######## imem_fetch_flat ########
imem_fetch_flat, metal 1:
Scale: 3 px per um.
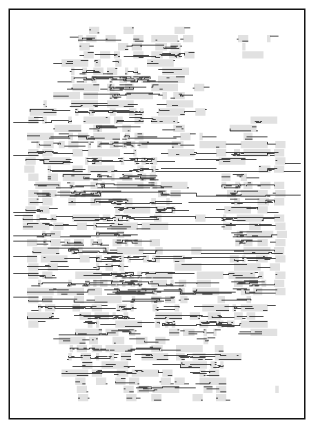
imem_fetch_flat, metal 2:
Scale: 3 px per um.
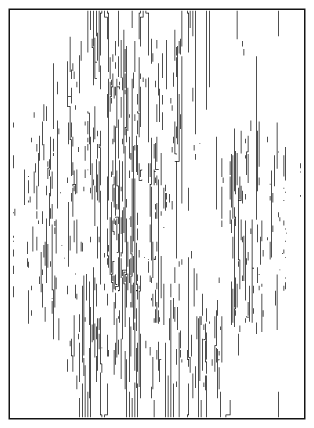
imem_fetch_flat, the metal 3 layer:
Scale: 2 px per um.
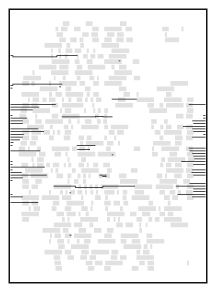
**src/rtl/imem_fetch_if.sv**
```systemverilog
// Fetch-stage bus: the instruction-memory port plus the decode-side and
// execute-side signals of the 17-bit-instruction CPU fetch stage.
interface imem_fetch_if;
  logic [15:0] iaddr;
  logic [16:0] idata;
  logic        stall;
  logic        redirect;
  logic [15:0] redirect_pc;
  logic [16:0] instr;
  logic [15:0] instr_pc;
  logic        instr_valid;
  logic [15:0] fetch_count;

  modport master (
    output iaddr,
    input  idata,
    input  stall,
    input  redirect,
    input  redirect_pc,
    output instr,
    output instr_pc,
    output instr_valid,
    output fetch_count
  );

  modport slave (
    input  iaddr,
    output idata,
    output stall,
    output redirect,
    output redirect_pc,
    input  instr,
    input  instr_pc,
    input  instr_valid,
    input  fetch_count
  );
endinterface

```
**src/rtl/imem_fetch.sv**
```systemverilog
// Instruction-fetch stage: owns the PC, registers each IM word into the
// instruction register, resolves absolute jumps locally, obeys stall/redirect.
module imem_fetch #(
  parameter logic [15:0] RESET_PC = 16'h0000,
  parameter logic [3:0]  JMP_OPC  = 4'd8
) (
  input  logic         clock,
  input  logic         reset,
  imem_fetch_if.master bus
);

  typedef enum logic [1:0] {
    ST_RUN   = 2'd0,
    ST_HOLD  = 2'd1,
    ST_FLUSH = 2'd2
  } state_t;

  typedef struct packed {
    logic [15:0] pc;
    logic [16:0] instr;
    logic [15:0] instr_pc;
    logic        valid;
    logic [15:0] count;
  } fetch_regs_t;

  localparam fetch_regs_t REGS_RESET = '{
    pc:       RESET_PC & 16'hFFFE,
    instr:    17'd0,
    instr_pc: 16'd0,
    valid:    1'b0,
    count:    16'd0
  };

  state_t      state_q, state_d;
  fetch_regs_t regs_q, regs_d;
  logic        is_jump;
  logic [15:0] jump_target;
  logic [15:0] seq_pc;

  // Jumps carry a 13-bit word target; shift it to a byte address.
  assign is_jump     = (bus.idata[16:13] == JMP_OPC);
  assign jump_target = {2'b00, bus.idata[12:0], 1'b0};
  assign seq_pc      = regs_q.pc + 16'd2;

  // NOTE: state registers use non-blocking assignments so every flop samples
  // pre-edge values; the async reset clears them without waiting for a clock.
  always_ff @(posedge clock or posedge reset) begin
    if (reset) begin
      state_q <= ST_RUN;
      regs_q  <= REGS_RESET;
    end else begin
      state_q <= state_d;
      regs_q  <= regs_d;
    end
  end

  // NOTE: every output of this block gets a default first, so no path can
  // leave a signal unassigned and infer a latch.
  always_comb begin
    state_d = state_q;
    regs_d  = regs_q;

    if (bus.redirect) begin
      // A taken branch wins over stall and over any jump in flight.
      regs_d.pc    = bus.redirect_pc & 16'hFFFE;
      regs_d.instr = 17'd0;
      regs_d.valid = 1'b0;
      state_d      = ST_FLUSH;
    end else if (bus.stall) begin
      state_d = ST_HOLD;
    end else begin
      regs_d.instr    = bus.idata;
      regs_d.instr_pc = regs_q.pc;
      regs_d.valid    = 1'b1;
      regs_d.count    = regs_q.count + 16'd1;
      regs_d.pc       = is_jump ? jump_target : seq_pc;
      state_d         = ST_RUN;
    end
  end

  assign bus.iaddr       = regs_q.pc;
  assign bus.instr       = regs_q.instr;
  assign bus.instr_pc    = regs_q.instr_pc;
  assign bus.instr_valid = regs_q.valid;
  assign bus.fetch_count = regs_q.count;

  // The flush bubble must never present a live instruction to decode.
  a_flush_bubble : assert property (
    @(posedge clock) disable iff (reset) (state_q == ST_FLUSH) |-> !regs_q.valid
  );

  a_iaddr_aligned : assert property (
    @(posedge clock) disable iff (reset) regs_q.pc[0] == 1'b0
  );

endmodule

```
**src/flat_wrapper.sv**
```systemverilog
// flat-port wrapper written by rule: the top's interface ports become plain ports
module imem_fetch_flat 
#(
  parameter logic [15:0] RESET_PC = 16'h0000,
  parameter logic [3:0]  JMP_OPC  = 4'd8
)
  (clock, reset, bus_iaddr, bus_idata, bus_stall, bus_redirect, bus_redirect_pc, bus_instr, bus_instr_pc, bus_instr_valid, bus_fetch_count);
  imem_fetch_if bus_i ();
  input  logic clock;
  input  logic reset;
  output wire logic [$bits(bus_i.iaddr)-1:0] bus_iaddr;
  input wire logic [$bits(bus_i.idata)-1:0] bus_idata;
  input wire logic [$bits(bus_i.stall)-1:0] bus_stall;
  input wire logic [$bits(bus_i.redirect)-1:0] bus_redirect;
  input wire logic [$bits(bus_i.redirect_pc)-1:0] bus_redirect_pc;
  output wire logic [$bits(bus_i.instr)-1:0] bus_instr;
  output wire logic [$bits(bus_i.instr_pc)-1:0] bus_instr_pc;
  output wire logic [$bits(bus_i.instr_valid)-1:0] bus_instr_valid;
  output wire logic [$bits(bus_i.fetch_count)-1:0] bus_fetch_count;
  assign bus_iaddr = bus_i.iaddr;
  assign bus_i.idata = bus_idata;
  assign bus_i.stall = bus_stall;
  assign bus_i.redirect = bus_redirect;
  assign bus_i.redirect_pc = bus_redirect_pc;
  assign bus_instr = bus_i.instr;
  assign bus_instr_pc = bus_i.instr_pc;
  assign bus_instr_valid = bus_i.instr_valid;
  assign bus_fetch_count = bus_i.fetch_count;
  imem_fetch #(.RESET_PC(RESET_PC), .JMP_OPC(JMP_OPC)) u_core (.clock(clock), .reset(reset), .bus(bus_i));
endmodule
```
**config.mk**
```make
export PLATFORM = sky130hd
export DESIGN_NAME = imem_fetch_flat
export DESIGN_NICKNAME = d
export VERILOG_FILES = /design/src/rtl/imem_fetch_if.sv /design/src/rtl/imem_fetch.sv /design/src/flat_wrapper.sv
export SDC_FILE = /design/constraint.sdc
export NUM_CORES = 1
export LEC_CHECK = 0
export CELL_PAD_IN_SITES_DETAIL_PLACEMENT = 1
export CELL_PAD_IN_SITES_GLOBAL_PLACEMENT = 2
export CORE_AREA = 4 4 94 132
export DETAILED_ROUTE_END_ITERATION = 7
export DIE_AREA = 0 0 98 136
export PLACE_DENSITY = 0.81
export SETUP_SLACK_MARGIN = 0.1
export SLEW_MARGIN = 20
export SYNTH_ARGS = -nofsm -noshare
export SYNTH_HDL_FRONTEND = slang
export SYNTH_SLANG_ARGS = --single-unit
```
**constraint.sdc**
```tcl
create_clock -name clock -period 2.2 [get_ports clock]
set_input_delay 0.33 -clock clock [delete_from_list [all_inputs] [get_ports clock]]
set_output_delay 0.33 -clock clock [all_outputs]
set_load 0.005 [all_outputs]
```
==> ci_impl_report.md <==
## Synthesis and layout report

| Metric | Value |
|---|---|
| Fin. Hold Viols | `0` |
| Async S/R FF share, synth | `1.000` |
| Worst Path Arrival | `2.02 ns` |
| Via density | `4.794` |
| Sw Share | `0.2541` |
| Post-DRT Antenna Nets | `0` |
| Worst R2R Path Depth | `5` |
| TritonCTS clock tree | `done` |
| Count leader, synth | `dfrtp_1` |
| Ao+oa area frac | `0.08889` |
| Core area | `11,220 sq um` |
| Max reg flops | `17` |
| Comb group | `824 uW` |
| Detailed Place HPWL | `6.846 mm` |
| Gate power share | `0.215` |
| Final core area utilization | `0.4101` |
| Highest routed layer | `met4` |
| Slowest stage delay, CP | `0.69 ns` |
| Adder Area Share | `0.008081` |
| WL met1 | `3.804 mm` |
| Initial antenna violation count | `0` |
| Die W | `98 um` |
| Synth top cells by count | `64 x dfrtp_1, 28 x nor2_1, 24 x nand2_1, 19 x xnor2_1, 18 x mux2_2` |
| Top cells by area | `dfrtp_1 52%, mux2_2 6.5%, xnor2_1 5.4%` |
| Post-synth top flop | `dfrtp_1` |
| DRC violation total after the first TritonRoute iteration | `70` |
| Outcome | `finished, final reports clean` |
| Pint | `2.856 mW` |
| Period utilisation layout | `0.8234` |
| Crit path capture | `u_core.bus.iaddr[11]` |
| Slowest CP cell | `or4b_4` |
| CTS root buf | `clkbuf_16` |
| Yosys xor share | `0.06222` |
| WL met2 | `4.740 mm` |
| Total inserted antenna cells | `0` |
| Core Util at FP | `0.2759` |
| Highest Clock Rate | `552.1 MHz` |
| Dominant logic cell type in the layout | `clkdlybuf4s50_1` |
| Synth Seq Share | `0.5172` |
| Deepest level of the CTS H-tree | `3` |
| P_leak | `1.894 nW` |
| Post-Syn Area per Cell | `10.72 sq um` |
| Fraction of layout cells with a size suffix above 1 | `0.1500` |
| Hold/Removal Path Class | `input pin to register` |
| Global placement routability congestion | `0.7392` |
| Post-Syn Instances | `289` |
| Min Tclk post-route | `1.811 ns` |
| Final Skew | `0.007774 ns` |
| Slack of the critical path | `0.3886 ns` |
| Post-Layout Cell Count | `544` |
| OpenROAD warning count | `27` |
| Final TNS setup | `0 ns` |
| First drt pass iteration count | `4` |
| Crit path launch type | `input pin` |
| Place WS | `0.05600 ns` |
| Clk power | `1.49 mW` |
| Placed Area | `4284 sq um` |
| Peak VDD IR | `0.3631 mV` |
## Picture notes: 'metal 1' of imem_fetch_flat
wire length on this layer	3,800 um
main direction	horizontal
nets with wire on the layer	378
longest straight run	45.1 um
share of all routed wire	41%

## Picture notes: 'metal 2' of imem_fetch_flat
main direction	vertical
share of all routed wire	51%
nets with wire on the layer	397
longest straight run	54.4 um
Post-Route WL: 9.225 mm
vias: 2,608
met2 Use GR: 0.2439

## Picture notes: 'the metal 3 layer' of imem_fetch_flat
share of all routed wire	5.8%
longest straight run	24.6 um
met3 Track Usage GR: 0.04209

## cell type report
type	count	area, sq um
timing repair buffer	113	1099
clock inverter	2	35.03
sequential	64	1602
multi-input combinational	202	1385
inverter	5	18.77
tap	144	180.2
fill	1246	6620
clock buffer	14	284.0
## worst max-delay path, delay by kind of cell
kind            cells  cell delay, ns
compound gates      2            0.47
simple gates        2            0.75
buf+inv             1            0.48

######## qed_pending_fifo ########
qed_pending_fifo, metal 1:
Scale: 1 px per um.
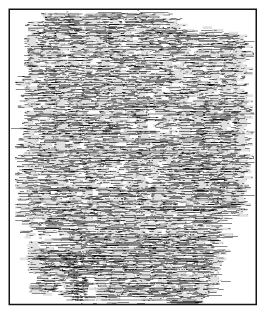
qed_pending_fifo, metal 2:
Scale: 1.5 px per um.
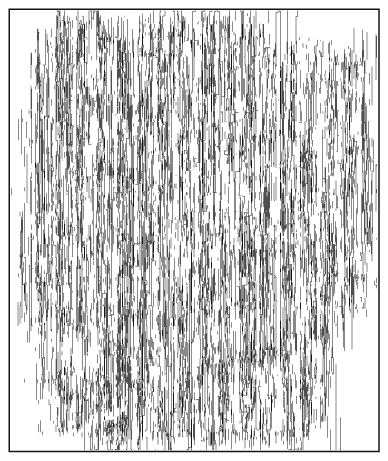
--- src/rtl/qed_consistency_checker_pkg.sv ---
// Shared QED definitions (package sys_defs): retire packet, fault causes,
// checker states and the pair-compare helper.
package sys_defs;

    // Bit of dest_reg_idx that separates original (x1-x15) from duplicate (x16-x31).
    localparam int QED_DUP_BIT = 4;

    typedef struct packed {
        logic [31:0] npc;
        logic [31:0] result;
        logic [4:0]  dest_reg_idx;
        logic        valid;
    } MEM_WB_PACKET;

    typedef enum logic [1:0] {
        QF_NONE,
        QF_MISMATCH,
        QF_OVERFLOW,
        QF_TIMEOUT
    } QED_FAULT_CAUSE;

    typedef enum logic {
        QS_RUN,
        QS_FAULT
    } qed_state_e;

    // An original and its duplicate agree when they target the same
    // architectural register (low index bits) and carry the same result.
    function automatic logic qed_pair_mismatch(input MEM_WB_PACKET orig,
                                               input MEM_WB_PACKET dup);
        return (orig.dest_reg_idx[QED_DUP_BIT-1:0] != dup.dest_reg_idx[QED_DUP_BIT-1:0])
             | (orig.result != dup.result);
    endfunction

endpackage

--- src/rtl/qed_pending_fifo.sv ---
// Pending-writeback FIFO. A pop and a push on the same edge are both
// honoured, so a full FIFO can accept a push while it pops.
module qed_pending_fifo
    import sys_defs::*;
#(
    parameter int DEPTH = 16
) (
    input  logic                   clk,
    input  logic                   reset,
    input  logic                   push,
    input  logic                   pop,
    input  MEM_WB_PACKET           din,
    output MEM_WB_PACKET           head,
    output logic                   full,
    output logic                   empty,
    output logic [$clog2(DEPTH):0] count
);

    localparam int PW = $clog2(DEPTH);
    localparam int CW = PW + 1;

    MEM_WB_PACKET  mem_q [DEPTH];
    logic [PW-1:0] rd_ptr_q, rd_ptr_d;
    logic [PW-1:0] wr_ptr_q, wr_ptr_d;
    logic [CW-1:0] count_q, count_d;

    // Next pointers wrap naturally (DEPTH is a power of 2); count is exact.
    always_comb begin
        rd_ptr_d = rd_ptr_q;
        wr_ptr_d = wr_ptr_q;
        count_d  = count_q;
        if (pop)  rd_ptr_d = rd_ptr_q + 1'b1;
        if (push) wr_ptr_d = wr_ptr_q + 1'b1;
        case ({push, pop})
            2'b10:   count_d = count_q + 1'b1;
            2'b01:   count_d = count_q - 1'b1;
            default: count_d = count_q;
        endcase
    end

    // Pointer/occupancy state; reset empties the queue at once.
    always_ff @(posedge clk or posedge reset) begin
        if (reset) begin
            rd_ptr_q <= '0;
            wr_ptr_q <= '0;
            count_q  <= '0;
        end else begin
            rd_ptr_q <= rd_ptr_d;
            wr_ptr_q <= wr_ptr_d;
            count_q  <= count_d;
        end
    end

    // Storage needs no reset: only entries between the pointers are meaningful.
    always_ff @(posedge clk) begin
        if (push) mem_q[wr_ptr_q] <= din;
    end

    assign head  = mem_q[rd_ptr_q];
    assign count = count_q;
    assign full  = (count_q == CW'(DEPTH));
    assign empty = (count_q == '0);

endmodule

--- config.mk ---
export PLATFORM = sky130hd
export DESIGN_NAME = qed_pending_fifo
export DESIGN_NICKNAME = d
export VERILOG_FILES = /design/src/rtl/qed_consistency_checker_pkg.sv /design/src/rtl/qed_pending_fifo.sv
export SDC_FILE = /design/constraint.sdc
export NUM_CORES = 1
export LEC_CHECK = 0
export ABC_CLOCK_PERIOD_IN_PS = 5500
export CORE_ASPECT_RATIO = 1.2
export CORE_MARGIN = 2
export CORE_UTILIZATION = 61
export DETAILED_ROUTE_END_ITERATION = 10
export DONT_BUFFER_PORTS = 1
export PLACE_DENSITY = 0.74
export SETUP_SLACK_MARGIN = 0.1
export SYNTH_ARGS = -nofsm -noshare
export SYNTH_HDL_FRONTEND = slang
export SYNTH_SLANG_ARGS = --single-unit
export TNS_END_PERCENT = 1
--- constraint.sdc ---
create_clock -name clk -period 5.5 [get_ports clk]
set_clock_uncertainty 0.2 [all_clocks]
set_input_delay 1.1 -clock clk [delete_from_list [all_inputs] [get_ports clk]]
set_output_delay 1.1 -clock clk [all_outputs]
set_load 0.01 [all_outputs]
==> ci_impl_report.md <==
## Synthesis and layout report

| Metric | Value |
|---|---|
| Outcome | `finished, final reports clean` |
| Cts bufs inserted | `102` |
| Post-Syn Area per Cell | `23.61 sq um` |
| Peak VDD IR | `0.3301 mV` |
| Yosys Chip Area | `42,690 sq um` |
| Period utilisation layout | `0.8178` |
| Top power group | `registers` |
| Slowest stage delay, CP | `0.88 ns` |
| Sequential power share | `0.445` |
| RSZ-0062 raised after global routing | `no` |
| Number of cells after detailed placement | `2,674` |
| # port buffers | `0` |
| Top cells by area | `edfxtp_1 79%, mux4_2 15%, a22oi_1 2.5%` |
| Yosys warnings | `0` |
| Post-Syn Instances | `1,808` |
| FP Rows | `106` |
| Busiest grt layer | `met2` |
| Hold/Removal Path Class | `input pin to asynchronous set/reset pin` |
| Die W | `245.5 um` |
| Fin nets | `1,943` |
| Highest Clock Rate | `222.3 MHz` |
| Pint | `16.93 mW` |
| Final instance area | `47,180 sq um` |
| Rel. slew slack | `0.2907` |
| R2R setup slack | `2.64 ns` |
| Mapped Area | `42,690 sq um` |
| Place WS | `1.639 ns` |
| CTS max path bufs | `3` |
| Seq pwr | `10.8 mW` |
| Comb group | `6.49 mW` |
| Post-Synth Simple-Gate Area | `0.01222` |
| OpenROAD warning count | `31` |
| I/O Pins | `151` |
| P_leak | `14.79 nW` |
| Fin. Hold Viols | `0` |
| CTS root buf | `clkbuf_16` |
| Final TNS setup | `0 ns` |
| Mapped Nets | `1,891` |
| Crit path capture | `head[66]` |
| Initial antenna violation count | `1` |
| Yosys xor share | `0.002257` |
| Global placement routability congestion | `0.7491` |
| R2R Path Start | `wr_ptr_q[2]` |
| Worst Path Arrival | `3.20 ns` |
| Met1 Usage GRT | `0.3501` |
| Clock Latency Late Sink | `0.66 ns` |
| Most common logic cells in the final layout | `1,120 x edfxtp_1, 280 x mux4_2, 140 x a22oi_1` |
| Final slew viol count | `0` |
| Crit path DRT | `4.20 ns` |
| Clock Power Share | `0.286` |
| Crit path launch type | `register` |
| Mux share | `0.1487` |
| DRC | `0` |
| Overall power | `24.15 mW` |
| Detailed Place HPWL | `46.21 mm` |
| TritonCTS clock tree | `done` |
| Synth Seq Share | `0.7954` |
| Overflow after GRT | `0` |
| Critical path class | `register to output port` |
| Post-CTS setup repair buffer count | `0` |
| First drt pass iteration count | `5` |
| Ao+oa area frac | `0.02608` |
| Tightest Pin Transition | `1.064 ns` |
| Largest net degree at the start of global routing | `79` |
| Vias | `19,157` |
Notes on 'metal 1' of qed_pending_fifo above:
longest straight run	114 um
share of all routed wire	38%
nets with wire on the layer	1,892
wire length on this layer	35.0 mm
main direction	horizontal

Notes on 'metal 2' of qed_pending_fifo above:
share of all routed wire	52%
main direction	vertical

## area by class of cell
type	count	area (sq um)
Inverter	5	18.77
Multi-Input combinational cell	571	8258
Timing Repair Buffer	47	553.0
Clock buffer	121	2709
Clock inverter	68	525.5
Fill cell	4162	22320
Tap cell	918	1149
Sequential cell	1133	33970
## state kept, by name, indices dropped and copies added (netlist names)
register  cells
mem_q      1120
rd_ptr_q      4
count         5
wr_ptr_q      4
## critical path: cells and delay by family, from the launching register on
family                 cells  cell delay, ns
buffers and inverters      2            0.68
AOI/OAI and AO/OA          1            0.25
DFF                        1            0.88
muxes                      1            0.54
and+or+nand+nor            1            0.16


==> gallery <==
Routing congestion map.
(a)
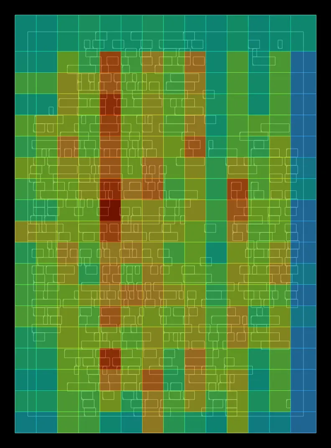
(b)
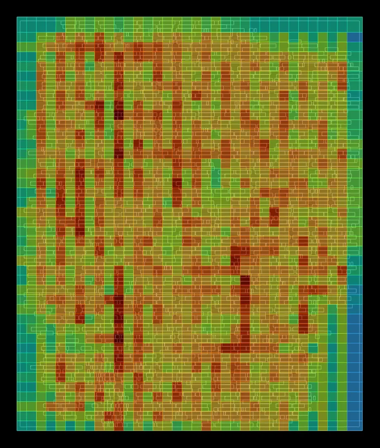
(a) is imem_fetch_flat.
(b) is qed_pending_fifo.

Power is estimated from default activity; no workload was simulated.
